######## block 1 ########
**Block 1: I/O pins on the die edge**

Scale: 3 px per um. Pins as bars across the die edge, other pins in gray.
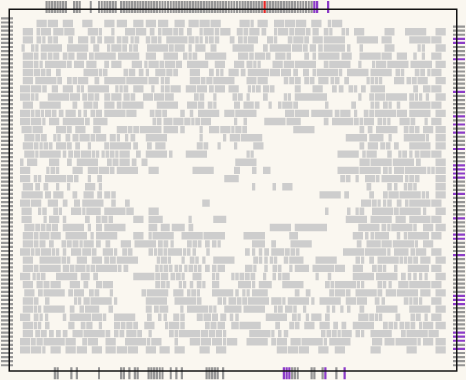

`config.mk`:
```
export PLATFORM = sky130hd
export DESIGN_NAME = shared_mem_arbiter
export DESIGN_NICKNAME = d
export VERILOG_FILES = /design/src/rtl/shared_mem_arbiter_pkg.sv /design/src/rtl/shared_mem_arbiter_arb_req_latch.sv /design/src/rtl/shared_mem_arbiter.sv
export SDC_FILE = /design/constraint.sdc
export NUM_CORES = 1
export LEC_CHECK = 0
export ABC_AREA = 1
export CORE_ASPECT_RATIO = 0.8
export CORE_MARGIN = 3
export CORE_UTILIZATION = 40
export CTS_BUF_LIST = sky130_fd_sc_hd__clkbuf_8
export CTS_CLUSTER_DIAMETER = 200
export DETAILED_ROUTE_END_ITERATION = 7
export GPL_ROUTABILITY_DRIVEN = 1
export PLACE_DENSITY = 0.81
export SYNTH_ARGS = -nofsm -noshare
export SYNTH_HDL_FRONTEND = slang
export SYNTH_SLANG_ARGS = --single-unit
```
`constraint.sdc`:
```
create_clock -name clk -period 4.3 [get_ports clk]
set_input_delay 0.86 -clock clk [delete_from_list [all_inputs] [get_ports clk]]
set_output_delay 0.86 -clock clk [all_outputs]
set_load 0.01 [all_outputs]
```
`src/rtl/shared_mem_arbiter_pkg.sv`:
```
// rtl/shared_mem_arbiter_pkg.sv - shared types and constants for the shared memory arbiter
package shared_mem_arbiter_pkg;

    typedef enum logic [1:0] {
        ST_IDLE    = 2'd0,
        ST_ISSUE   = 2'd1,
        ST_WAIT_RD = 2'd2,
        ST_DONE    = 2'd3
    } arb_state_e;

    typedef enum logic {
        OWN_CPU = 1'b0,
        OWN_NPU = 1'b1
    } owner_e;

    typedef enum logic {
        OP_RD = 1'b0,
        OP_WR = 1'b1
    } op_e;

    localparam int DEF_RD_LAT       = 1;
    localparam int DEF_STARVE_LIMIT = 8;

    function automatic logic [7:0] sat_inc8(input logic [7:0] v);
        return (v == 8'hFF) ? v : v + 8'd1;
    endfunction

    function automatic logic [15:0] sat_inc16(input logic [15:0] v);
        return (v == 16'hFFFF) ? v : v + 16'd1;
    endfunction

endpackage

```
`src/rtl/shared_mem_arbiter_arb_req_latch.sv`:
```
// rtl/shared_mem_arbiter_arb_req_latch.sv - holds the granted request and drives it onto the memory port
module arb_req_latch
    import shared_mem_arbiter_pkg::*;
#(
    parameter int AW = 32,
    parameter int DW = 32
) (
    input  logic          clk,
    input  logic          rst,
    input  logic          grant_i,
    input  logic          owner_i,
    input  logic          op_i,
    input  logic [AW-1:0] addr_i,
    input  logic [DW-1:0] wd_i,
    input  logic          issue_i,
    output logic          owner_o,
    output logic          op_o,
    output logic          mem_rd_o,
    output logic          mem_wr_o,
    output logic [AW-1:0] mem_addr_o,
    output logic [DW-1:0] mem_wd_o
);

    logic          owner_q;
    logic          op_q;
    logic [AW-1:0] addr_q;
    logic [DW-1:0] wd_q;

    always_ff @(posedge clk) begin
        if (!rst) begin
            owner_q <= OWN_CPU;
            op_q    <= OP_RD;
            addr_q  <= '0;
            wd_q    <= '0;
        end else if (grant_i) begin
            owner_q <= owner_i;
            op_q    <= op_i;
            addr_q  <= addr_i;
            wd_q    <= wd_i;
        end
    end

    // The memory bus is quiet outside the single issue cycle.
    assign owner_o    = owner_q;
    assign op_o       = op_q;
    assign mem_rd_o   = issue_i & (op_q == OP_RD);
    assign mem_wr_o   = issue_i & (op_q == OP_WR);
    assign mem_addr_o = issue_i ? addr_q : '0;
    assign mem_wd_o   = issue_i ? wd_q : '0;

endmodule

```
`src/rtl/shared_mem_arbiter.sv`:
```
// rtl/shared_mem_arbiter.sv - CPU/NPU shared memory arbiter with starvation guard; ARB_PERF_EN adds perf counters
module shared_mem_arbiter
    import shared_mem_arbiter_pkg::*;
#(
    parameter int AW           = 32,
    parameter int DW           = 32,
    parameter int RD_LAT       = DEF_RD_LAT,
    parameter int STARVE_LIMIT = DEF_STARVE_LIMIT
) (
    input  logic          clk,
    input  logic          rst,
    input  logic          cpu_rd,
    input  logic          cpu_wr,
    input  logic [AW-1:0] cpu_addr,
    input  logic [DW-1:0] cpu_wd,
    output logic          cpu_stall,
    output logic          cpu_done,
    output logic [DW-1:0] cpu_rdata,
    input  logic          npu_rd,
    input  logic          npu_wr,
    input  logic [AW-1:0] npu_addr,
    input  logic [DW-1:0] npu_wd,
    output logic          npu_done,
    output logic [DW-1:0] npu_rdata,
    output logic          mem_rd,
    output logic          mem_wr,
    output logic [AW-1:0] mem_addr,
    output logic [DW-1:0] mem_wd,
    input  logic [DW-1:0] mem_rdata
`ifdef ARB_PERF_EN
    ,
    output logic [15:0]   perf_conflicts,
    output logic [15:0]   perf_starve
`endif
);

    localparam logic [2:0] LAT_LAST  = 3'(RD_LAT - 1);
    localparam logic [7:0] STARVE_TH = 8'(STARVE_LIMIT);

    arb_state_e    state_q, state_d;
    logic [2:0]    lat_q, lat_d;
    logic [7:0]    cpu_wait_q, cpu_wait_d;
    logic          cpu_done_q, npu_done_q;
    logic [DW-1:0] cpu_rdata_q, npu_rdata_q;

    logic          cpu_req, npu_req, starve;
    logic          grant, capture, issue;
    logic          win_owner, win_op;
    logic [AW-1:0] win_addr;
    logic [DW-1:0] win_wd;
    logic          owner_q, op_q;

    // A requester still showing its done pulse has not yet had a chance to drop.
    assign cpu_req = (cpu_rd | cpu_wr) & ~cpu_done_q;
    assign npu_req = (npu_rd | npu_wr) & ~npu_done_q;
    assign starve  = cpu_wait_q >= STARVE_TH;
    assign issue   = (state_q == ST_ISSUE);

    always_comb begin
        state_d   = state_q;
        lat_d     = lat_q;
        grant     = 1'b0;
        capture   = 1'b0;
        win_owner = OWN_CPU;
        case (state_q)
            ST_IDLE: begin
                if (cpu_req | npu_req) begin
                    grant   = 1'b1;
                    state_d = ST_ISSUE;
                    if (starve && cpu_req) begin
                        win_owner = OWN_CPU;
                    end else if (npu_req) begin
                        win_owner = OWN_NPU;
                    end else begin
                        win_owner = OWN_CPU;
                    end
                end
            end
            ST_ISSUE: begin
                lat_d   = '0;
                state_d = (op_q == OP_WR) ? ST_DONE : ST_WAIT_RD;
            end
            ST_WAIT_RD: begin
                if (lat_q == LAT_LAST) begin
                    capture = 1'b1;
                    state_d = ST_DONE;
                end else begin
                    lat_d = lat_q + 3'd1;
                end
            end
            ST_DONE: begin
                state_d = ST_IDLE;
            end
            default: begin
                state_d = ST_IDLE;
            end
        endcase
    end

    // Write wins when a requester raises rd and wr together.
    always_comb begin
        win_op   = OP_RD;
        win_addr = cpu_addr;
        win_wd   = cpu_wd;
        if (win_owner == OWN_NPU) begin
            win_op   = npu_wr ? OP_WR : OP_RD;
            win_addr = npu_addr;
            win_wd   = npu_wd;
        end else begin
            win_op   = cpu_wr ? OP_WR : OP_RD;
        end
    end

    always_comb begin
        cpu_wait_d = cpu_wait_q;
        if (!cpu_req) begin
            cpu_wait_d = '0;
        end else if (grant && (win_owner == OWN_CPU)) begin
            cpu_wait_d = '0;
        end else if (((state_q != ST_IDLE) && (owner_q != OWN_CPU)) ||
                     (grant && (win_owner == OWN_NPU))) begin
            cpu_wait_d = sat_inc8(cpu_wait_q);
        end
    end

    always_ff @(posedge clk) begin
        if (!rst) begin
            state_q     <= ST_IDLE;
            lat_q       <= '0;
            cpu_wait_q  <= '0;
            cpu_done_q  <= 1'b0;
            npu_done_q  <= 1'b0;
            cpu_rdata_q <= '0;
            npu_rdata_q <= '0;
        end else begin
            state_q    <= state_d;
            lat_q      <= lat_d;
            cpu_wait_q <= cpu_wait_d;
            cpu_done_q <= (state_d == ST_DONE) && (owner_q == OWN_CPU);
            npu_done_q <= (state_d == ST_DONE) && (owner_q == OWN_NPU);
            if (capture && (owner_q == OWN_CPU)) begin
                cpu_rdata_q <= mem_rdata;
            end
            if (capture && (owner_q == OWN_NPU)) begin
                npu_rdata_q <= mem_rdata;
            end
        end
    end

    arb_req_latch #(
        .AW(AW),
        .DW(DW)
    ) u_req_latch (
        .clk        (clk),
        .rst        (rst),
        .grant_i    (grant),
        .owner_i    (win_owner),
        .op_i       (win_op),
        .addr_i     (win_addr),
        .wd_i       (win_wd),
        .issue_i    (issue),
        .owner_o    (owner_q),
        .op_o       (op_q),
        .mem_rd_o   (mem_rd),
        .mem_wr_o   (mem_wr),
        .mem_addr_o (mem_addr),
        .mem_wd_o   (mem_wd)
    );

    assign cpu_stall = (cpu_rd | cpu_wr) & ~cpu_done_q;
    assign cpu_done  = cpu_done_q;
    assign npu_done  = npu_done_q;
    assign cpu_rdata = cpu_rdata_q;
    assign npu_rdata = npu_rdata_q;

`ifdef ARB_PERF_EN
    logic [15:0] perf_conf_q, perf_starve_q;

    always_ff @(posedge clk) begin
        if (!rst) begin
            perf_conf_q   <= '0;
            perf_starve_q <= '0;
        end else begin
            if ((state_q == ST_IDLE) && cpu_req && npu_req) begin
                perf_conf_q <= sat_inc16(perf_conf_q);
            end
            if (grant && starve && cpu_req) begin
                perf_starve_q <= sat_inc16(perf_starve_q);
            end
        end
    end

    assign perf_conflicts = perf_conf_q;
    assign perf_starve    = perf_starve_q;
`endif

endmodule

```
######## block 2 ########
**src/rtl/window_seq.sv**
```systemverilog
// Frame sequencer for a pipelined window block: gates N samples in, flushes LATENCY stages, counts outputs.
// Define WINDOW_SEQ_OVERRUN_CNT_EN to add a saturating 8-bit overrun_cnt output.
module window_seq #(
  parameter int unsigned N           = 1024,
  parameter int unsigned LATENCY     = 2,
  parameter int unsigned FRAME_WIDTH = 16
) (
  input  logic                   clk,
  input  logic                   rst,
  input  logic                   start,
  input  logic                   sample_valid,
  input  logic                   ds_ready,
  input  logic                   win_dvalid,
  output logic                   win_en,
  output logic                   win_clk_en,
  output logic                   busy,
  output logic                   frame_done,
  output logic [FRAME_WIDTH-1:0] frame_idx,
`ifdef WINDOW_SEQ_OVERRUN_CNT_EN
  output logic                   overrun,
  output logic [7:0]             overrun_cnt
`else
  output logic                   overrun
`endif
);

  localparam int unsigned CW = $clog2(N + 1);
  localparam int unsigned FW = (LATENCY > 0) ? $clog2(LATENCY + 1) : 1;

  typedef enum logic [2:0] {IDLE, WAIT, RUN, FLUSH, DONE} state_t;

  state_t        state;
  logic [CW-1:0] in_cnt;
  logic [CW-1:0] out_cnt;
  logic [FW-1:0] flush_cnt;
  logic          clk_en_q;
  logic          flush_active;
  logic          accept;
  logic          drop;

  // Window strobes are a direct state decode so samples reach the window in their own cycle
  assign flush_active = (state == FLUSH) && (flush_cnt < FW'(LATENCY));
  assign win_en       = (state == RUN);
  assign win_clk_en   = ((state == RUN) && sample_valid) || flush_active;
  assign accept       = start && ds_ready && ((state == IDLE) || (state == DONE));
  assign drop         = start && !accept;

  always_ff @(posedge clk or posedge rst) begin
    if (rst) begin
      state      <= IDLE;
      in_cnt     <= '0;
      out_cnt    <= '0;
      flush_cnt  <= '0;
      clk_en_q   <= 1'b0;
      busy       <= 1'b0;
      frame_done <= 1'b0;
      frame_idx  <= '0;
      overrun    <= 1'b0;
    end else begin
      frame_done <= 1'b0;
      overrun    <= drop;
      clk_en_q   <= win_clk_en;
      // dvalid is only meaningful in the cycle after the window was clocked
      if (clk_en_q && win_dvalid && (out_cnt != CW'(N))) begin
        out_cnt <= out_cnt + 1'b1;
      end
      case (state)
        IDLE: begin
          if (accept) begin
            state <= WAIT;
            busy  <= 1'b1;
          end
        end
        WAIT: begin
          if (sample_valid) begin
            state <= RUN;
          end
        end
        RUN: begin
          if (sample_valid) begin
            in_cnt <= in_cnt + 1'b1;
            if (in_cnt == CW'(N - 1)) begin
              state <= FLUSH;
            end
          end
        end
        FLUSH: begin
          if (flush_active) begin
            flush_cnt <= flush_cnt + 1'b1;
          end else if (out_cnt == CW'(N)) begin
            state      <= DONE;
            frame_done <= 1'b1;
            frame_idx  <= frame_idx + 1'b1;
          end
        end
        DONE: begin
          in_cnt    <= '0;
          out_cnt   <= '0;
          flush_cnt <= '0;
          state     <= accept ? WAIT : IDLE;
          busy      <= accept;
        end
        default: begin
          state <= IDLE;
          busy  <= 1'b0;
        end
      endcase
    end
  end

`ifdef WINDOW_SEQ_OVERRUN_CNT_EN
  // Saturating count of dropped start requests; survives everything but reset
  always_ff @(posedge clk or posedge rst) begin
    if (rst) begin
      overrun_cnt <= '0;
    end else if (drop && (overrun_cnt != 8'hFF)) begin
      overrun_cnt <= overrun_cnt + 1'b1;
    end
  end
`endif

endmodule

```
**config.mk**
```make
export PLATFORM = sky130hd
export DESIGN_NAME = window_seq
export DESIGN_NICKNAME = d
export VERILOG_FILES = /design/src/rtl/window_seq.sv
export SDC_FILE = /design/constraint.sdc
export NUM_CORES = 1
export LEC_CHECK = 0
export CORE_MARGIN = 2
export CORE_UTILIZATION = 55
export CTS_BUF_LIST = sky130_fd_sc_hd__clkbuf_4
export CTS_CLUSTER_DIAMETER = 30
export CTS_CLUSTER_SIZE = 10
export DETAILED_ROUTE_END_ITERATION = 8
export PLACE_DENSITY = 0.78
export SYNTH_ARGS = -nofsm -noshare
export SYNTH_HDL_FRONTEND = slang
export SYNTH_SLANG_ARGS = --single-unit
```
**constraint.sdc**
```tcl
create_clock -name clk -period 2.3 [get_ports clk]
set_clock_uncertainty 0.05 [all_clocks]
set_input_delay 0.345 -clock clk [delete_from_list [all_inputs] [get_ports clk]]
set_output_delay 0.345 -clock clk [all_outputs]
set_load 0.05 [all_outputs]
```
######## block 3 ########
### src/rtl/spi_pkg.sv
// Shared SPI framing definitions for the FPGA transmitter and the slave receiver.
// Holds the link mode (CPOL=1, CPHA=1, MSB first), the default frame and payload
// widths, and the one-hot FSM state encoding. Both ends use this package, so they
// agree on how a frame is delimited and counted.
package spi_pkg;

   localparam logic CPOL = 1'b1;
   localparam logic CPHA = 1'b1;

   localparam int unsigned FRAME_BITS_DEF  = 16;
   localparam int unsigned DATA_W_DEF      = 12;
   localparam int unsigned SYNC_STAGES_DEF = 2;

   // One-hot frame state.
   typedef enum logic [2:0] {
      StIdle   = 3'b001,
      StActive = 3'b010,
      StDone   = 3'b100
   } spi_state_e;

endpackage

### src/rtl/spi_sync_edge.sv
// Multi-stage synchronizer for one asynchronous pin, followed by rise/fall detection.
// Ports:
//   clk   in   system clock
//   rst   in   synchronous reset, active-high; presets the chain to RESET_VAL
//   din   in   asynchronous pin
//   dout  out  synchronized level
//   rise  out  1-cycle strobe: dout went 0 -> 1
//   fall  out  1-cycle strobe: dout went 1 -> 0
module spi_sync_edge #(
   parameter int unsigned SYNC_STAGES = 2,
   parameter logic        RESET_VAL   = 1'b1
) (
   input  logic clk,
   input  logic rst,
   input  logic din,
   output logic dout,
   output logic rise,
   output logic fall
);

   logic [SYNC_STAGES-1:0] sync_q;
   logic                   dly_q;

   always_ff @(posedge clk) begin
      if (rst) begin
         sync_q <= {SYNC_STAGES{RESET_VAL}};
         dly_q  <= RESET_VAL;
      end else begin
         sync_q <= {sync_q[SYNC_STAGES-2:0], din};
         dly_q  <= sync_q[SYNC_STAGES-1];
      end
   end

   always_comb begin
      dout = sync_q[SYNC_STAGES-1];
      rise = sync_q[SYNC_STAGES-1] & ~dly_q;
      fall = ~sync_q[SYNC_STAGES-1] & dly_q;
   end

endmodule

### src/rtl/spi_slave_rx.sv
// SPI slave receiver (mode 3, MSB first, active-low frame select).
// Oversamples sck/mosi/nc on clk, deserializes one frame per nc-low window and
// presents the last DATA_W bits on a valid/ready handshake.
// Ports:
//   clk        in   system clock, at least 4x sck
//   rst        in   synchronous reset, active-high
//   sck        in   SPI clock (async, idles high)
//   mosi       in   SPI data (async)
//   nc         in   frame select (async, active-low)
//   rx_data    out  received payload, stable while rx_valid=1
//   rx_valid   out  payload available, held until accepted
//   rx_ready   in   consumer accepts when rx_valid & rx_ready
//   frame_err  out  1-cycle pulse on short frame or extra sck edges
//   overrun    out  sticky: a frame completed while a word was still pending
module spi_slave_rx
   import spi_pkg::*;
#(
   parameter int unsigned FRAME_BITS  = FRAME_BITS_DEF,
   parameter int unsigned DATA_W      = DATA_W_DEF,
   parameter int unsigned SYNC_STAGES = SYNC_STAGES_DEF
) (
   input  logic              clk,
   input  logic              rst,
   input  logic              sck,
   input  logic              mosi,
   input  logic              nc,
   output logic [DATA_W-1:0] rx_data,
   output logic              rx_valid,
   input  logic              rx_ready,
   output logic              frame_err,
   output logic              overrun
);

   localparam int unsigned CNT_W   = $clog2(FRAME_BITS + 1);
   localparam int unsigned FLUSH_W = $clog2(SYNC_STAGES + 1);
   localparam logic [CNT_W-1:0]   CNT_LAST   = CNT_W'(FRAME_BITS - 1);
   localparam logic [CNT_W-1:0]   CNT_MAX    = CNT_W'(FRAME_BITS);
   localparam logic [FLUSH_W-1:0] FLUSH_DONE = FLUSH_W'(SYNC_STAGES);

   if (FRAME_BITS < DATA_W) begin : g_bad_frame
      $error("spi_slave_rx: FRAME_BITS must be >= DATA_W");
   end
   if (SYNC_STAGES < 2) begin : g_bad_sync
      $error("spi_slave_rx: SYNC_STAGES must be >= 2");
   end

   logic sck_s, sck_rise, sck_fall;
   logic nc_s, nc_rise, nc_fall;
   logic [SYNC_STAGES-1:0] mosi_sync_q;
   logic                   mosi_s;

   spi_sync_edge #(.SYNC_STAGES(SYNC_STAGES), .RESET_VAL(CPOL)) u_sck_sync (
      .clk  (clk),
      .rst  (rst),
      .din  (sck),
      .dout (sck_s),
      .rise (sck_rise),
      .fall (sck_fall)
   );

   spi_sync_edge #(.SYNC_STAGES(SYNC_STAGES), .RESET_VAL(1'b1)) u_nc_sync (
      .clk  (clk),
      .rst  (rst),
      .din  (nc),
      .dout (nc_s),
      .rise (nc_rise),
      .fall (nc_fall)
   );

   always_ff @(posedge clk) begin
      if (rst) mosi_sync_q <= '0;
      else     mosi_sync_q <= {mosi_sync_q[SYNC_STAGES-2:0], mosi};
   end
   assign mosi_s = mosi_sync_q[SYNC_STAGES-1];

   spi_state_e        state_q, state_d;
   logic [CNT_W-1:0]  cnt_q, cnt_d;
   logic [DATA_W-1:0] shreg_q, shreg_d;
   logic              commit_q, commit_d;
   logic              frame_err_q, frame_err_d;
   logic [FLUSH_W-1:0] flush_q, flush_d;
   logic              armed_q, armed_d;
   logic [DATA_W-1:0] rx_data_q;
   logic              rx_valid_q, overrun_q;

   // After reset the synchronizers hold preset values, not the pin. Frame start is only
   // honoured once the chain has flushed and nc has been seen high, so a frame already
   // running at reset release is skipped until its nc rises.
   always_comb begin
      flush_d = (flush_q == FLUSH_DONE) ? flush_q : flush_q + 1'b1;
      armed_d = armed_q | ((flush_q == FLUSH_DONE) & nc_s);
   end

   always_comb begin
      state_d     = state_q;
      cnt_d       = cnt_q;
      shreg_d     = shreg_q;
      commit_d    = 1'b0;
      frame_err_d = 1'b0;
      unique case (state_q)
         StIdle: begin
            cnt_d = '0;
            if (nc_fall && armed_q) state_d = StActive;
         end
         StActive: begin
            if (sck_rise) begin
               shreg_d = {shreg_q[DATA_W-2:0], mosi_s};
               if (cnt_q != CNT_MAX) cnt_d = cnt_q + 1'b1;
            end
            // The final sck edge wins over a coincident nc rise.
            if (sck_rise && (cnt_q == CNT_LAST)) begin
               commit_d = 1'b1;
               state_d  = nc_rise ? StIdle : StDone;
            end else if (nc_rise) begin
               frame_err_d = 1'b1;
               cnt_d       = '0;
               state_d     = StIdle;
            end
         end
         StDone: begin
            if (sck_rise) frame_err_d = 1'b1;
            // A fall here means nc pulsed high faster than the synchronizer resolved.
            if (nc_fall) begin
               cnt_d   = '0;
               state_d = StActive;
            end else if (nc_rise) begin
               cnt_d   = '0;
               state_d = StIdle;
            end
         end
         default: begin
            cnt_d   = '0;
            state_d = StIdle;
         end
      endcase
   end

   always_ff @(posedge clk) begin
      if (rst) begin
         state_q     <= StIdle;
         cnt_q       <= '0;
         shreg_q     <= '0;
         commit_q    <= 1'b0;
         frame_err_q <= 1'b0;
         flush_q     <= '0;
         armed_q     <= 1'b0;
      end else begin
         state_q     <= state_d;
         cnt_q       <= cnt_d;
         shreg_q     <= shreg_d;
         commit_q    <= commit_d;
         frame_err_q <= frame_err_d;
         flush_q     <= flush_d;
         armed_q     <= armed_d;
      end
   end

   // Output word register; a commit landing on an accept reloads without overrun.
   always_ff @(posedge clk) begin
      if (rst) begin
         rx_data_q  <= '0;
         rx_valid_q <= 1'b0;
         overrun_q  <= 1'b0;
      end else if (commit_q) begin
         if (rx_valid_q && !rx_ready) begin
            overrun_q <= 1'b1;
         end else begin
            rx_data_q  <= shreg_q;
            rx_valid_q <= 1'b1;
         end
      end else if (rx_valid_q && rx_ready) begin
         rx_valid_q <= 1'b0;
      end
   end

   always_comb begin
      rx_data   = rx_data_q;
      rx_valid  = rx_valid_q;
      frame_err = frame_err_q;
      overrun   = overrun_q;
   end

   logic unused_ok;
   assign unused_ok = sck_s ^ sck_fall ^ CPHA;

endmodule

### config.mk
export PLATFORM = sky130hd
export DESIGN_NAME = spi_slave_rx
export DESIGN_NICKNAME = d
export VERILOG_FILES = /design/src/rtl/spi_pkg.sv /design/src/rtl/spi_sync_edge.sv /design/src/rtl/spi_slave_rx.sv
export SDC_FILE = /design/constraint.sdc
export NUM_CORES = 1
export LEC_CHECK = 0
export CAP_MARGIN = 20
export CORE_ASPECT_RATIO = 1.1
export CORE_UTILIZATION = 49
export CTS_CLUSTER_DIAMETER = 60
export CTS_CLUSTER_SIZE = 16
export DETAILED_ROUTE_END_ITERATION = 8
export PLACE_DENSITY = 0.79
export SLEW_MARGIN = 25
export SYNTH_ARGS = -nofsm -noshare
export SYNTH_HDL_FRONTEND = slang
export SYNTH_SLANG_ARGS = --single-unit
### constraint.sdc
create_clock -name clk -period 1.65 [get_ports clk]
set_input_delay 0.2475 -clock clk [delete_from_list [all_inputs] [get_ports clk]]
set_output_delay 0.2475 -clock clk [all_outputs]
set_load 0.05 [all_outputs]
######## block 4 ########
$ cat src/rtl/cursor_stepper_pkg.sv
// Shared types for the cursor stepper: repeat FSM states, direction bit indices
// and the per-axis request encoding.
package cursor_stepper_pkg;

  typedef enum logic [1:0] {
    IDLE   = 2'd0,
    DELAY  = 2'd1,
    REPEAT = 2'd2
  } rpt_state_t;

  localparam int DIR_RIGHT = 3;
  localparam int DIR_LEFT  = 2;
  localparam int DIR_DOWN  = 1;
  localparam int DIR_UP    = 0;

  typedef enum logic [1:0] {
    REQ_NONE = 2'd0,
    REQ_INC  = 2'd1,
    REQ_DEC  = 2'd2
  } req_t;

  // Opposing buttons held together cancel to no request.
  function automatic req_t decode_req(input logic inc, input logic dec);
    if (inc && !dec) return REQ_INC;
    if (dec && !inc) return REQ_DEC;
    return REQ_NONE;
  endfunction

endpackage

$ cat src/rtl/cursor_stepper_axis_repeat.sv
// Per-axis press detector with optional hold-to-repeat (CURSOR_AUTOREPEAT_EN).
// Step pulses are combinational so the coordinate moves on the sampling edge.
//
//   state  | meaning
//   IDLE   | no request held, or movement disabled
//   DELAY  | stepped on press, waiting REPEAT_DELAY cycles for first repeat
//   REPEAT | auto-repeating every REPEAT_RATE cycles
module axis_repeat
  import cursor_stepper_pkg::*;
#(
  parameter int REPEAT_DELAY = 24,
  parameter int REPEAT_RATE  = 6
) (
  input  logic clk,
  input  logic rst,
  input  logic en,
  input  logic inc,
  input  logic dec,
  output logic step_inc,
  output logic step_dec
);

  if (REPEAT_DELAY < 1 || REPEAT_RATE < 1) begin : g_param_check
    $error("axis_repeat: REPEAT_DELAY and REPEAT_RATE must be >= 1");
  end

  req_t req;
  req_t prev_q;
  logic fire;

  assign req = decode_req(inc, dec);

`ifdef CURSOR_AUTOREPEAT_EN
  localparam int CNT_MAX = (REPEAT_DELAY > REPEAT_RATE) ? REPEAT_DELAY : REPEAT_RATE;
  localparam int CNT_W   = $clog2(CNT_MAX) + 1;

  rpt_state_t       state_q, state_d;
  logic [CNT_W-1:0] cnt_q, cnt_d;

  always_ff @(posedge clk or posedge rst) begin
    if (rst) begin
      state_q <= IDLE;
      cnt_q   <= '0;
      prev_q  <= REQ_NONE;
    end else begin
      state_q <= state_d;
      cnt_q   <= cnt_d;
      prev_q  <= req;
    end
  end

  always_comb begin
    state_d = state_q;
    cnt_d   = cnt_q;
    if (!en || req == REQ_NONE) begin
      state_d = IDLE;
    end else if (req != prev_q) begin
      state_d = DELAY;
      cnt_d   = CNT_W'(REPEAT_DELAY - 1);
    end else if (state_q != IDLE) begin
      if (cnt_q == '0) begin
        state_d = REPEAT;
        cnt_d   = CNT_W'(REPEAT_RATE - 1);
      end else begin
        cnt_d = cnt_q - 1'b1;
      end
    end
  end

  always_comb begin
    fire = 1'b0;
    if (en && req != REQ_NONE)
      fire = (req != prev_q) || (state_q != IDLE && cnt_q == '0);
  end
`else
  // Edge-only build: no counters, a step happens only when the request changes.
  always_ff @(posedge clk or posedge rst) begin
    if (rst) prev_q <= REQ_NONE;
    else     prev_q <= req;
  end

  always_comb begin
    fire = en && (req != REQ_NONE) && (req != prev_q);
  end
`endif

  assign step_inc = fire && (req == REQ_INC);
  assign step_dec = fire && (req == REQ_DEC);

endmodule

$ cat src/rtl/cursor_stepper.sv
// X,Y cursor on a configurable grid with wrap/clamp, load and event pulses.
// Hold-to-repeat is present only when CURSOR_AUTOREPEAT_EN is defined.
module cursor_stepper
  import cursor_stepper_pkg::*;
#(
  parameter int COORD_W      = 8,
  parameter int X_MAX        = 255,
  parameter int Y_MAX        = 255,
  parameter int REPEAT_DELAY = 24,
  parameter int REPEAT_RATE  = 6
) (
  input  logic               clk,
  input  logic               rst,
  input  logic [3:0]         dir_udlr,
  input  logic               en,
  input  logic               wrap_en,
  input  logic               load,
  input  logic [COORD_W-1:0] load_x,
  input  logic [COORD_W-1:0] load_y,
  output logic [COORD_W-1:0] x_pos,
  output logic [COORD_W-1:0] y_pos,
  output logic               moved,
  output logic               edge_hit
);

  localparam logic [COORD_W-1:0] XM = COORD_W'(X_MAX);
  localparam logic [COORD_W-1:0] YM = COORD_W'(Y_MAX);

  logic x_inc, x_dec, y_inc, y_dec;
  logic [COORD_W-1:0] x_d, y_d;
  logic x_edge, y_edge;
  logic moved_d, edge_d;

  axis_repeat #(.REPEAT_DELAY(REPEAT_DELAY), .REPEAT_RATE(REPEAT_RATE)) u_axis_x (
    .clk      (clk),
    .rst      (rst),
    .en       (en),
    .inc      (dir_udlr[DIR_RIGHT]),
    .dec      (dir_udlr[DIR_LEFT]),
    .step_inc (x_inc),
    .step_dec (x_dec)
  );

  axis_repeat #(.REPEAT_DELAY(REPEAT_DELAY), .REPEAT_RATE(REPEAT_RATE)) u_axis_y (
    .clk      (clk),
    .rst      (rst),
    .en       (en),
    .inc      (dir_udlr[DIR_UP]),
    .dec      (dir_udlr[DIR_DOWN]),
    .step_inc (y_inc),
    .step_dec (y_dec)
  );

  // Boundary steps wrap to the grid limit, not the coordinate width.
  always_comb begin
    x_d    = x_pos;
    x_edge = 1'b0;
    if (x_inc) begin
      if (x_pos == XM) begin
        x_edge = 1'b1;
        if (wrap_en) x_d = '0;
      end else begin
        x_d = x_pos + 1'b1;
      end
    end else if (x_dec) begin
      if (x_pos == '0) begin
        x_edge = 1'b1;
        if (wrap_en) x_d = XM;
      end else begin
        x_d = x_pos - 1'b1;
      end
    end
  end

  always_comb begin
    y_d    = y_pos;
    y_edge = 1'b0;
    if (y_inc) begin
      if (y_pos == YM) begin
        y_edge = 1'b1;
        if (wrap_en) y_d = '0;
      end else begin
        y_d = y_pos + 1'b1;
      end
    end else if (y_dec) begin
      if (y_pos == '0) begin
        y_edge = 1'b1;
        if (wrap_en) y_d = YM;
      end else begin
        y_d = y_pos - 1'b1;
      end
    end
  end

  assign moved_d = (x_d != x_pos) || (y_d != y_pos);
  assign edge_d  = x_edge || y_edge;

  always_ff @(posedge clk or posedge rst) begin
    if (rst) begin
      x_pos    <= '0;
      y_pos    <= '0;
      moved    <= 1'b0;
      edge_hit <= 1'b0;
    end else if (load) begin
      x_pos    <= (load_x > XM) ? XM : load_x;
      y_pos    <= (load_y > YM) ? YM : load_y;
      moved    <= 1'b0;
      edge_hit <= 1'b0;
    end else begin
      x_pos    <= x_d;
      y_pos    <= y_d;
      moved    <= moved_d;
      edge_hit <= edge_d;
    end
  end

endmodule
$ cat config.mk
export PLATFORM = sky130hd
export DESIGN_NAME = cursor_stepper
export DESIGN_NICKNAME = d
export VERILOG_FILES = /design/src/rtl/cursor_stepper_pkg.sv /design/src/rtl/cursor_stepper_axis_repeat.sv /design/src/rtl/cursor_stepper.sv
export SDC_FILE = /design/constraint.sdc
export NUM_CORES = 1
export LEC_CHECK = 0
export CAP_MARGIN = 20
export CELL_PAD_IN_SITES_DETAIL_PLACEMENT = 1
export CELL_PAD_IN_SITES_GLOBAL_PLACEMENT = 1
export CORE_MARGIN = 4
export CORE_UTILIZATION = 42
export DETAILED_ROUTE_END_ITERATION = 7
export GPL_TIMING_DRIVEN = 0
export PLACE_DENSITY_LB_ADDON = 0.1
export SLEW_MARGIN = 20
export SYNTH_ARGS = -nofsm -noshare
export SYNTH_HDL_FRONTEND = slang
export SYNTH_SLANG_ARGS = --single-unit
$ cat constraint.sdc
create_clock -name clk -period 6.85 [get_ports clk]
set_clock_uncertainty 0.15 [all_clocks]
set_input_delay 0.685 -clock clk [delete_from_list [all_inputs] [get_ports clk]]
set_output_delay 0.685 -clock clk [all_outputs]
set_load 0.005 [all_outputs]
**Block 2: I/O pins on the die edge**

Scale: 6 px per um. Pins as bars across the die edge, other pins in gray.
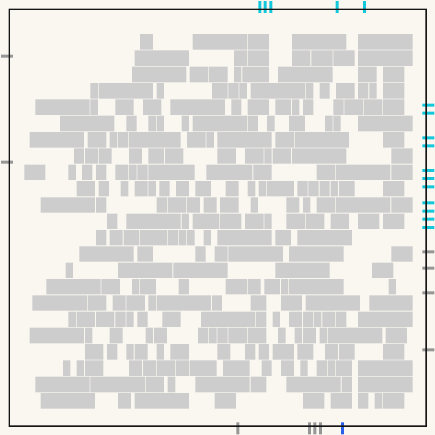
color	port	pins	direction	edge
cyan	`frame_idx`	16	output	11 right, 5 top
blue	`busy`	1	output	bottom
all pins by edge	15 right, 5 bottom, 5 top, 2 left
port buffer count: 26
die width: 69.2 um
vertical die dimension: 69.2 um

**Block 2: gate families picked out**

Scale: 6 px per um.
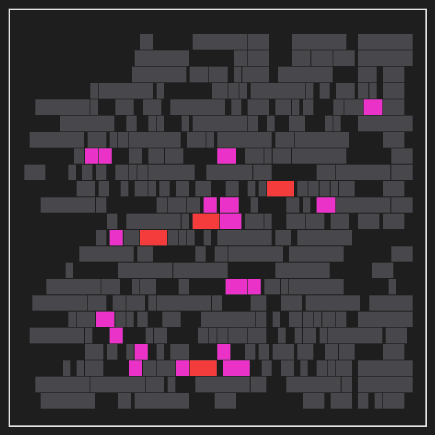
color	family	cells	most used
red	adder and majority cells	4	ha_1
magenta	AND and OR gates	18	and4_1
most common logic cell in the routed design: sky130_fd_sc_hd__dfrtp_1
count of non-filler cells in the finished layout: 313
fraction of standard cell area in multi-input logic: 40.6%

==> metrics.log, block 2 <==
[flow] collecting metrics
[metrics] count of warnings emitted by yosys: 0
[metrics] net total in the final layout: 272
[metrics] routed via count divided by cell count: 5.67
[metrics] GRT Residual Overflow: 0
[metrics] number of placed instances, taps included: 305
[metrics] share of the synthesized area in the top cell type: 50.3%
[metrics] total core area: 0.00406 mm^2
[metrics] Starting Density: 57.7%
[metrics] highest routed metal layer: met4
[metrics] routed wl met2: 2010 um
[metrics] global routing met3 resource utilization: 3.34%
[metrics] minimum hold slack: 261 ps
[metrics] number of antenna violations at the first check in global routing: 0
[metrics] core occupancy in the finished layout: 67.2%
[metrics] chain of cells forming the critical path: clkdlybuf4s50_1
[metrics] antenna diode instance count: 0
[metrics] portion of total power attributed to combinational logic: 25.4%
[metrics] number of global-route vias before repair: 1694
[metrics] remaining routing DRC violations: 0
[metrics] Crit Reg-Reg Startpoint: out_cnt[0]
[metrics] biggest power consumer among the groups: registers
[metrics] I/O pins: 27
[metrics] required time reported for the critical path endpoint: 1900 ps
[metrics] Inverters excl. clock: 10
[metrics] post-place setup slack: 304 ps
[metrics] commonest cells after routing, fill and taps aside: sky130_fd_sc_hd__dfrtp_1, sky130_fd_sc_hd__nor2_1, sky130_fd_sc_hd__clkdlybuf4s50_1
[metrics] multi-input combinational cell count: 169
[metrics] largest fanout of any net on the critical path: 6
[metrics] status: completed
[metrics] share of the clock period used by the worst path after layout: 89.5%
[metrics] Unique cell types: 36
[metrics] met2 Resource Use GR: 30.4%
[metrics] top cell class by occupied area: registers
[metrics] cells after synthesis: 232
[metrics] number of enable flip-flop cells: 0
[metrics] filler cell count in the final layout: 326
[metrics] fraction of layout cells with a size suffix above 1: 6.84%
[metrics] total cell area reported by yosys after synthesis: 0.00234 mm^2
[metrics] flip-flop and latch count after synthesis: 47
[metrics] Max-Slew Margin vs Limit: 66.0%
[metrics] ranking of synthesized cells by instance count: sky130_fd_sc_hd__dfrtp_1, sky130_fd_sc_hd__nor2_1, sky130_fd_sc_hd__xor2_1
[metrics] # resized after CTS: 0
[metrics] Setup TNS: 0 ps
[metrics] routed length per placed instance: 14.2 um
[metrics] Commonest flop: sky130_fd_sc_hd__dfrtp_1
[metrics] proportion of cell area spent on the clock network: 1.93%
**Block 4: gate families picked out**

Scale: 6 px per um.
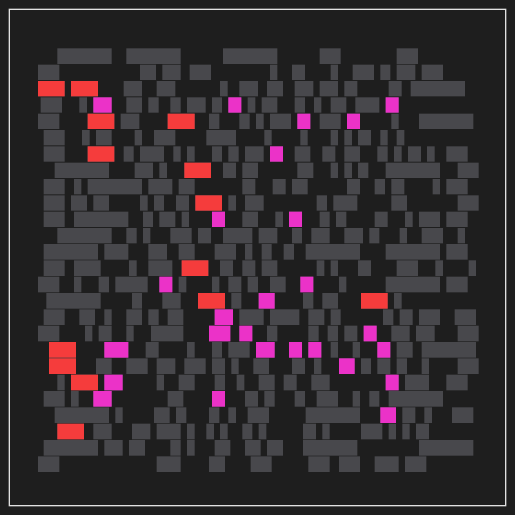
color	family	cells	most used
magenta	AND and OR gates	26	and3_1
red	adder and majority cells	14	ha_1

==> metrics.log, block 4 <==
[flow] collecting metrics
[metrics] Main logic family: AND-OR/OR-AND gates
[metrics] final wirelength: 7770 um
[metrics] routed length per placed instance: 19.2 um
[metrics] multi-input combinational cell count: 234
[metrics] Max-cap violations: 0
[metrics] I/O pins: 43
[metrics] wire length on met1: 3880 um
[metrics] status: completed
[metrics] cell family contributing the most delay on the critical path: simple AND/OR/NAND/NOR gates
[metrics] TritonCTS clock tree: built
[metrics] Post-Syn Area: 0.00233 mm^2
[metrics] number of well taps: 70
[metrics] post-CTS setup-driven buffer insertion count: 0
[metrics] clock share of power: 21.0%
[metrics] total design power: 0.421 mW
[metrics] Critical Path End Type: register
[metrics] area of the die: 0.00680 mm^2
[metrics] wire length of the first global-routing pass: 12500 um
[metrics] depth of the CTS H-tree: 1
[metrics] minimum hold slack: 628 ps
[metrics] cells on worst reg2reg path: 9
[metrics] asr flop ratio synth: 100%
[metrics] Log Warnings: 36
[metrics] # resized after CTS: 0
[metrics] proportion of cell area spent on the clock network: 1.44%
[metrics] area overhead of the layout relative to synthesis: 23.1%
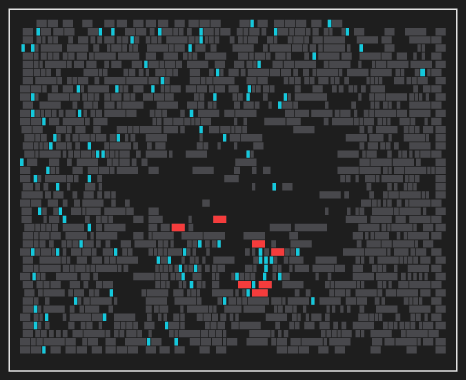
**Above:** block 1 (gate families picked out).
Scale: 3 px per um.
color	family	cells	most used
cyan	inverters	90	inv_1
red	adder and majority cells	7	ha_1
most common logic cell in the routed design: sky130_fd_sc_hd__clkdlybuf4s50_1
fraction of standard cell area in multi-input logic: 29.8%
count of non-filler cells in the finished layout: 1411

**Block 1: sizing map**

Scale: 3 px per um.
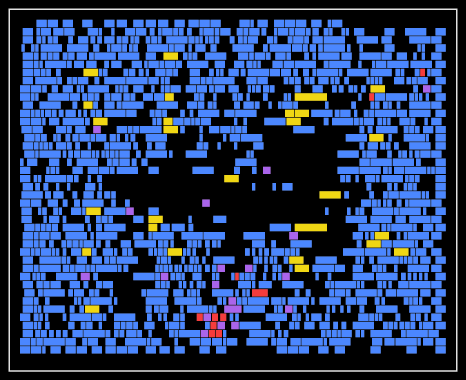
color	size	cells	share	most used
yellow	drive 6 and up	27	2.3%	clkbuf_8
purple	drive 3 to 4	19	1.6%	buf_4
blue	drive 1 or less	1140	95%	clkdlybuf4s50_1
red	drive 2	10	0.84%	nand2_2
area overhead of the layout relative to synthesis: 53.7%
area of all placed cells without fillers: 0.0100 mm^2
Signal buffers: 313
Final Worst Setup Slack: 1180 ps

Notes on 'I/O pins on the die edge' of block 1 above:
color	port	pins	direction	edge
purple	`npu_rdata`	32	output	24 right, 5 bottom, 3 top
red	`mem_rd`	1	output	top
die width: 149 um
port buffer count: 298
vertical die dimension: 120 um

==> metrics.log, block 1 <==
[flow] collecting metrics
[metrics] routed via count divided by cell count: 5.25
[metrics] global routing met3 resource utilization: 8.68%
[metrics] Commonest flop: sky130_fd_sc_hd__dfxtp_1
[metrics] worst skew pair latency: 450 ps
[metrics] met1 track utilization from global routing: 30.7%
[metrics] Detailed Place HPWL: 15600 um
[metrics] post-place setup slack: 1300 ps
[metrics] maximum buffer depth of the clock tree: 2
[metrics] share of the synthesized area in the top cell type: 44.6%
[metrics] leakage: 4.09 nW
[metrics] total area of sequential cells: 0.00290 mm^2
[metrics] maximum number of pins on one net before global-route repair: 71
[metrics] share of the clock period used by the worst path after layout: 72.5%
[metrics] status: completed
[metrics] adder-cell area share of the yosys netlist: 1.35%
[metrics] final wirelength: 23100 um
[metrics] Mapped Avg Cell Area: 7.03 um^2
[metrics] clock sink count: 145
[metrics] fraction of layout cells with a size suffix above 1: 4.68%
[metrics] most common cell in the synthesized netlist: sky130_fd_sc_hd__nand3_1
[metrics] proportion of cell area spent on the clock network: 4.01%
[metrics] Post-Syn Area: 0.00651 mm^2
[metrics] post-CTS setup-driven buffer insertion count: 0
[metrics] number of placement rows: 41
[metrics] Worst Clk Skew: 12.5 ps
**Block 3: sizing map**

Scale: 6 px per um.
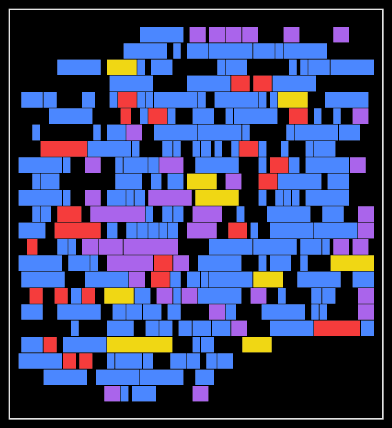
color	size	cells	share	most used
red	drive 2	23	9.7%	a21oi_2
yellow	drive 6 and up	9	3.8%	clkbuf_8
blue	drive 1 or less	170	71%	dfxtp_1
purple	drive 3 to 4	36	15%	buf_4

==> metrics.log, block 3 <==
[flow] collecting metrics
[metrics] Max-cap violations: 0
[metrics] antenna diode instance count: 0
[metrics] # resized after CTS: 0
[metrics] fin crit period: 1700 ps
[metrics] filler cell count in the final layout: 294
[metrics] largest fanout of any net on the critical path: 5
[metrics] Hold EP: armed_q
[metrics] Sw Ratio: 21.1%
[metrics] Final Worst Setup Slack: -48.5 ps
[metrics] most common logic cell in the routed design: sky130_fd_sc_hd__dfxtp_1
[metrics] maximum number of pins on one net before global-route repair: 18
[metrics] share of the synthesized area in the top cell type: 48.5%
[metrics] leakage: 1.02 nW
[metrics] wire length on met1: 1650 um
[metrics] highest routed metal layer: met4
[metrics] Least-Margin Pin Slew: 452 ps
[metrics] ranking of synthesized cells by instance count: sky130_fd_sc_hd__dfxtp_1, sky130_fd_sc_hd__nand2_1, sky130_fd_sc_hd__nor2_1
[metrics] hold bufs inserted after CTS: 0
[metrics] Slowest cell on crit path: sky130_fd_sc_hd__dfxtp_2
[metrics] Critical path destination: cnt_q[0]
[metrics] Seq share, synth: 48.5%
[metrics] layout sequential cell count: 47
[metrics] share of the clock period used by the worst path after layout: 103%
[metrics] top cell class by occupied area: logic gates
[metrics] port buffer count: 20
[metrics] Max-Slew Margin vs Limit: 69.9%
[metrics] Detailed Place HPWL: 2380 um
[metrics] clock share of power: 38.5%
[metrics] maximum buffer depth of the clock tree: 2
[metrics] area post-placement: 0.00224 mm^2
[metrics] total cell area reported by yosys after synthesis: 0.00194 mm^2
[metrics] main area contributors after synthesis: sky130_fd_sc_hd__dfxtp_1, sky130_fd_sc_hd__mux2i_1, sky130_fd_sc_hd__nand2_1
[metrics] Reg power frac: 54.5%
[metrics] cell occurring most often along the worst timing path: sky130_fd_sc_hd__ha_4
[metrics] status: finished, violations left
[metrics] multi-input combinational cell count: 141
[metrics] total area of sequential cells: 945 um^2
[metrics] Crit. path cell count: 7
[metrics] number of well taps: 50
[metrics] final-layout clock buffer total: 6
[metrics] asr flop ratio synth: 0%
[metrics] number of antenna violations at the first check in global routing: 0
[metrics] failing checks: setup timing
[metrics] Final Setup Violations: 3
[metrics] routed wl met2: 1550 um
[metrics] highest achievable clock rate: 589 MHz
[metrics] count of non-filler cells in the finished layout: 288
[metrics] commonest cells after routing, fill and taps aside: sky130_fd_sc_hd__dfxtp_1, sky130_fd_sc_hd__nand2_1, sky130_fd_sc_hd__buf_4
[metrics] RR Endpoint: cnt_q[0]
[metrics] Post-Syn Area: 0.00194 mm^2
[metrics] area fraction in compound gates after synthesis: 13.0%
[metrics] flip-flop and latch count after synthesis: 47
[metrics] routed length per placed instance: 11.7 um
[metrics] worst stage delay on the critical path: 360 ps
[metrics] MUX share of area: 6.77%
[metrics] clock sink count: 47
[metrics] met2 Resource Use GR: 29.5%

######## block 5 ########
**Block 5: nets reached from selected ports**

Scale: 2 px per um.
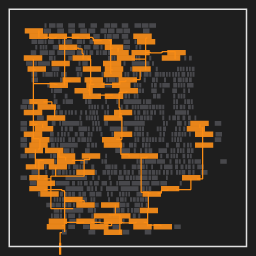
**Block 5: cell outlines without signal wires**

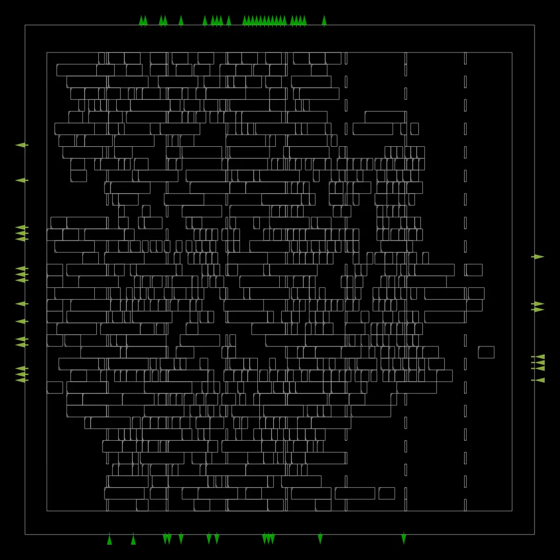
**Block 5: I/O pins on the die edge**

Scale: 4 px per um. Pins as bars across the die edge, other pins in gray.
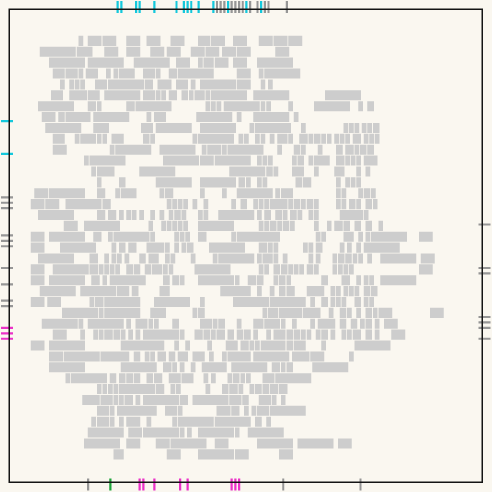
`src/rtl/bayer_pattern_gen.sv`:
```
// Synthetic raw-Bayer pixel source with frame/line framing and a completed-frame counter.
// Define BAYER_PATTERN_GEN_LFSR_EN to replace the mode-3 checkerboard with LFSR noise.
module bayer_pattern_gen #(
    parameter int H_ACTIVE = 1280,
    parameter int H_BLANK  = 64,
    parameter int V_ACTIVE = 960,
    parameter int V_BLANK  = 16,
    parameter int FCNT_W   = 16
) (
    input  logic              iCLK,
    input  logic              iRST,
    input  logic              iSTART,
    input  logic              iSTOP,
    input  logic [1:0]        iMODE,
    output logic [11:0]       oDATA,
    output logic [10:0]       oX_Cont,
    output logic [10:0]       oY_Cont,
    output logic              oDVAL,
    output logic              oFVAL,
    output logic              oLVAL,
    output logic              oBUSY,
    output logic [FCNT_W-1:0] oFrame_Cont
);

    localparam int VB_LEN = V_BLANK * (H_ACTIVE + H_BLANK);
    localparam int CNT_W  = $clog2(VB_LEN + 1);

    localparam logic [CNT_W-1:0] VB_LAST  = CNT_W'(VB_LEN - 1);
    localparam logic [CNT_W-1:0] HA_LAST  = CNT_W'(H_ACTIVE - 1);
    localparam logic [CNT_W-1:0] HB_LAST  = CNT_W'(H_BLANK - 1);
    localparam logic [10:0]      ROW_LAST = 11'(V_ACTIVE - 1);

    typedef enum logic [1:0] {IDLE, VBLANK, ACTIVE, HBLANK} state_t;

    state_t             state_q, state_d;
    logic [CNT_W-1:0]   cnt_q, cnt_d;
    logic [10:0]        row_q, row_d;
    logic [1:0]         mode_q, mode_d;
    logic               stop_q, stop_d;
    logic [FCNT_W-1:0]  frame_q, frame_d;

    logic [11:0]        data_q, data_d;
    logic [10:0]        xOut_q, xOut_d;
    logic [10:0]        yOut_q, yOut_d;
    logic               dval_q, fval_q, busy_q;
    logic [10:0]        xNext;
    logic               inFrame;

`ifdef BAYER_PATTERN_GEN_LFSR_EN
    localparam logic [11:0] LFSR_SEED = 12'hACE;
    logic [11:0] lfsr_q, lfsr_d;
`endif

    // A single counter times every state; the row register survives only through ACTIVE/HBLANK.
    always_comb begin
        state_d = state_q;
        cnt_d   = cnt_q;
        row_d   = row_q;
        mode_d  = mode_q;
        stop_d  = stop_q;
        frame_d = frame_q;

        if (state_q != IDLE && iSTOP) begin
            stop_d = 1'b1;
        end

        unique case (state_q)
            IDLE: begin
                if (iSTART) begin
                    state_d = VBLANK;
                    cnt_d   = '0;
                    row_d   = '0;
                    mode_d  = iMODE;
                end
            end
            VBLANK: begin
                if (cnt_q == VB_LAST) begin
                    state_d = ACTIVE;
                    cnt_d   = '0;
                    row_d   = '0;
                end else begin
                    cnt_d = cnt_q + 1'b1;
                end
            end
            ACTIVE: begin
                if (cnt_q == HA_LAST) begin
                    state_d = HBLANK;
                    cnt_d   = '0;
                end else begin
                    cnt_d = cnt_q + 1'b1;
                end
            end
            HBLANK: begin
                if (cnt_q == HB_LAST) begin
                    cnt_d = '0;
                    if (row_q != ROW_LAST) begin
                        row_d   = row_q + 1'b1;
                        state_d = ACTIVE;
                    end else begin
                        frame_d = frame_q + 1'b1;
                        row_d   = '0;
                        // A stop pulse landing on the final blanking cycle still counts.
                        if (stop_q || iSTOP) begin
                            state_d = IDLE;
                            stop_d  = 1'b0;
                        end else begin
                            state_d = VBLANK;
                            mode_d  = iMODE;
                        end
                    end
                end else begin
                    cnt_d = cnt_q + 1'b1;
                end
            end
            default: state_d = IDLE;
        endcase
    end

    // Outputs are derived from next-state values so they line up with the state they describe.
    always_comb begin
        xNext   = 11'(cnt_d);
        inFrame = (state_d == ACTIVE) || (state_d == HBLANK);
        xOut_d  = (state_d == ACTIVE) ? xNext : 11'd0;
        yOut_d  = inFrame ? row_d : 11'd0;
        data_d  = 12'h000;
`ifdef BAYER_PATTERN_GEN_LFSR_EN
        lfsr_d  = lfsr_q;
        if (state_d == VBLANK && state_q != VBLANK) begin
            lfsr_d = LFSR_SEED;
        end else if (state_d == ACTIVE) begin
            lfsr_d = {lfsr_q[10:0], lfsr_q[11] ^ lfsr_q[5] ^ lfsr_q[3] ^ lfsr_q[0]};
        end
`endif
        if (state_d == ACTIVE) begin
            unique case (mode_d)
                2'd0: begin
                    unique case ({row_d[0], xNext[0]})
                        2'b00:   data_d = 12'hC00;
                        2'b11:   data_d = 12'h400;
                        default: data_d = 12'h800;
                    endcase
                end
                2'd1: data_d = {xNext, 1'b0};
                2'd2: data_d = {row_d, 1'b0};
`ifdef BAYER_PATTERN_GEN_LFSR_EN
                default: data_d = lfsr_q;
`else
                default: data_d = (xNext[3] ^ row_d[3]) ? 12'hFFF : 12'h000;
`endif
            endcase
        end
    end

    always_ff @(posedge iCLK or negedge iRST) begin
        if (!iRST) begin
            state_q <= IDLE;
            cnt_q   <= '0;
            row_q   <= '0;
            mode_q  <= '0;
            stop_q  <= 1'b0;
            frame_q <= '0;
            data_q  <= '0;
            xOut_q  <= '0;
            yOut_q  <= '0;
            dval_q  <= 1'b0;
            fval_q  <= 1'b0;
            busy_q  <= 1'b0;
`ifdef BAYER_PATTERN_GEN_LFSR_EN
            lfsr_q  <= LFSR_SEED;
`endif
        end else begin
            state_q <= state_d;
            cnt_q   <= cnt_d;
            row_q   <= row_d;
            mode_q  <= mode_d;
            stop_q  <= stop_d;
            frame_q <= frame_d;
            data_q  <= data_d;
            xOut_q  <= xOut_d;
            yOut_q  <= yOut_d;
            dval_q  <= (state_d == ACTIVE);
            fval_q  <= inFrame;
            busy_q  <= (state_d != IDLE);
`ifdef BAYER_PATTERN_GEN_LFSR_EN
            lfsr_q  <= lfsr_d;
`endif
        end
    end

    assign oDATA       = data_q;
    assign oX_Cont     = xOut_q;
    assign oY_Cont     = yOut_q;
    assign oDVAL       = dval_q;
    assign oLVAL       = dval_q;
    assign oFVAL       = fval_q;
    assign oBUSY       = busy_q;
    assign oFrame_Cont = frame_q;

endmodule

```
`config.mk`:
```
export PLATFORM = sky130hd
export DESIGN_NAME = bayer_pattern_gen
export DESIGN_NICKNAME = d
export VERILOG_FILES = /design/src/rtl/bayer_pattern_gen.sv
export SDC_FILE = /design/constraint.sdc
export NUM_CORES = 1
export LEC_CHECK = 0
export ABC_AREA = 1
export CAP_MARGIN = 0
export CORE_MARGIN = 5
export CORE_UTILIZATION = 40
export DETAILED_ROUTE_END_ITERATION = 7
export GPL_TIMING_DRIVEN = 0
export PLACE_DENSITY = 0.71
export SKIP_LAST_GASP = 1
export SLEW_MARGIN = 20
export SYNTH_ARGS = -nofsm -noshare
export SYNTH_HDL_FRONTEND = slang
export SYNTH_SLANG_ARGS = --single-unit
```
`constraint.sdc`:
```
create_clock -name iCLK -period 4 [get_ports iCLK]
set_input_delay 0.8 -clock iCLK [delete_from_list [all_inputs] [get_ports iCLK]]
set_output_delay 0.8 -clock iCLK [all_outputs]
set_load 0.01 [all_outputs]
```
==> metrics.log <==
[flow] collecting metrics
[metrics] antenna diode instance count: 0
[metrics] die width: 118 um
[metrics] total cell area reported by yosys after synthesis: 0.00466 mm^2
[metrics] Final Max-Slew Violation Tally: 0
[metrics] number of antenna violations at the first check in global routing: 0
[metrics] RSZ-0062 raised after global routing: false
[metrics] routability-driven placement congestion ratio: 0.904
[metrics] Crit. Startpoint: cnt_q[0]
[metrics] Final Worst Setup Slack: 971 ps
[metrics] Critical Setup Path Class: register to register
[metrics] status: completed
[metrics] Log Warnings: 29
[metrics] fraction of layout cells with a size suffix above 1: 13.0%
[metrics] share of the synthesized area in the top cell type: 45.1%
[metrics] # resized after CTS: 0
[metrics] clock share of power: 35.3%
[metrics] cells on worst reg2reg path: 17
[metrics] nets in the synthesized netlist: 595
[metrics] global routing met3 resource utilization: 3.65%
[metrics] routed wl met2: 5470 um
[metrics] Setup TNS: 0 ps
[metrics] top cell class by occupied area: logic gates
[metrics] Post-Syn Area: 0.00466 mm^2
[metrics] Yosys top cell by area: sky130_fd_sc_hd__dfrtp_1
[metrics] number of hold violations in the final report: 0
[metrics] number of placement rows: 39
[metrics] most common cell in the synthesized netlist: sky130_fd_sc_hd__nand2_1
[metrics] Signal buffers: 72
[metrics] root buffer selected by CTS: sky130_fd_sc_hd__clkbuf_16
[metrics] TritonCTS clock tree: built
[metrics] Reg power frac: 37.4%
[metrics] Main logic family: simple AND/OR/NAND/NOR gates
[metrics] Inverters excl. clock: 78
[metrics] met2 Resource Use GR: 28.0%
[metrics] number of vias after detailed routing: 3974
[metrics] number of nets with antenna violations after routing: 0
Notes on 'nets reached from selected ports' of block 5 above:
color	port	bits	direction	edge	end cells	wire
orange	`iRST`	1	input	bottom	84	616 um

Notes on 'cell outlines without signal wires' of block 5 above:
total core area: 0.0114 mm^2
number of well taps: 143
core occupancy in the finished layout: 50.4%
count of non-filler cells in the finished layout: 799
register fraction of the total cell area: 36.5%

Notes on 'I/O pins on the die edge' of block 5 above:
color	port	pins	direction	edge
green	`iRST`	1	input	bottom
cyan	`oFrame_Cont`	16	output	14 top, 2 left
magenta	`oX_Cont`	11	output	8 bottom, 3 left



==> layout pictures side by side <==
Sizing map.
Plate I
Scale: 6 px per um.
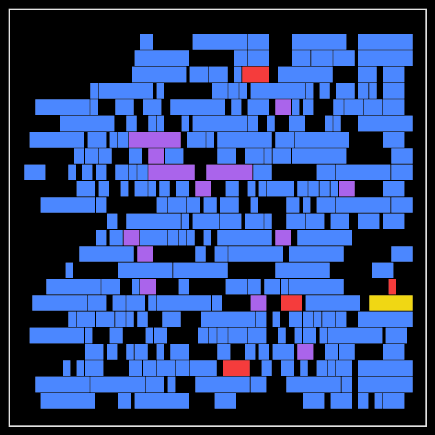
Plate II
Scale: 6 px per um.
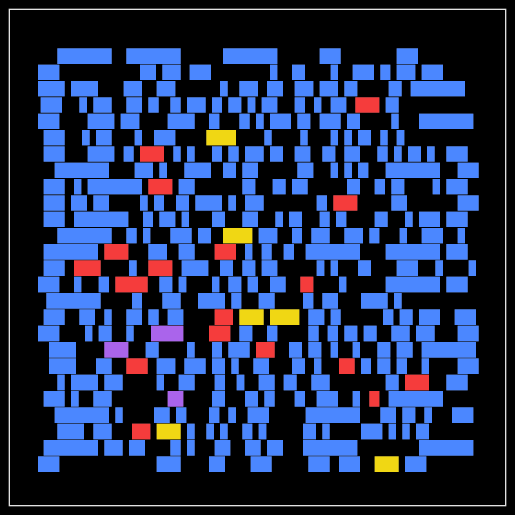
Plate III
Scale: 4 px per um.
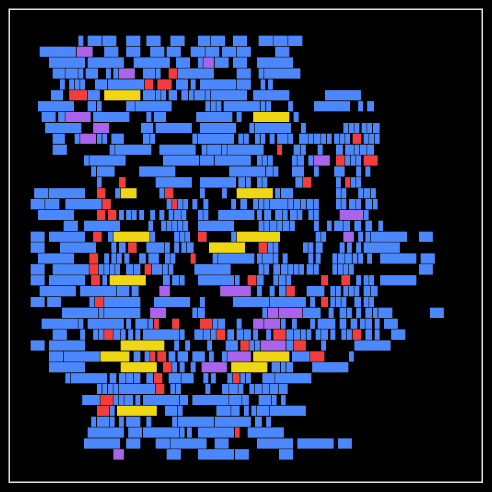
block 4: Plate II
block 2: Plate I
block 5: Plate III

Key to Plate I:
color	size	cells	share
yellow	drive 6 and up	1	0.38%
red	drive 2	4	1.5%
blue	drive 1 or less	245	93%
purple	drive 3 to 4	13	4.9%

No activity file was given, so power comes from the tool's default toggle rates.
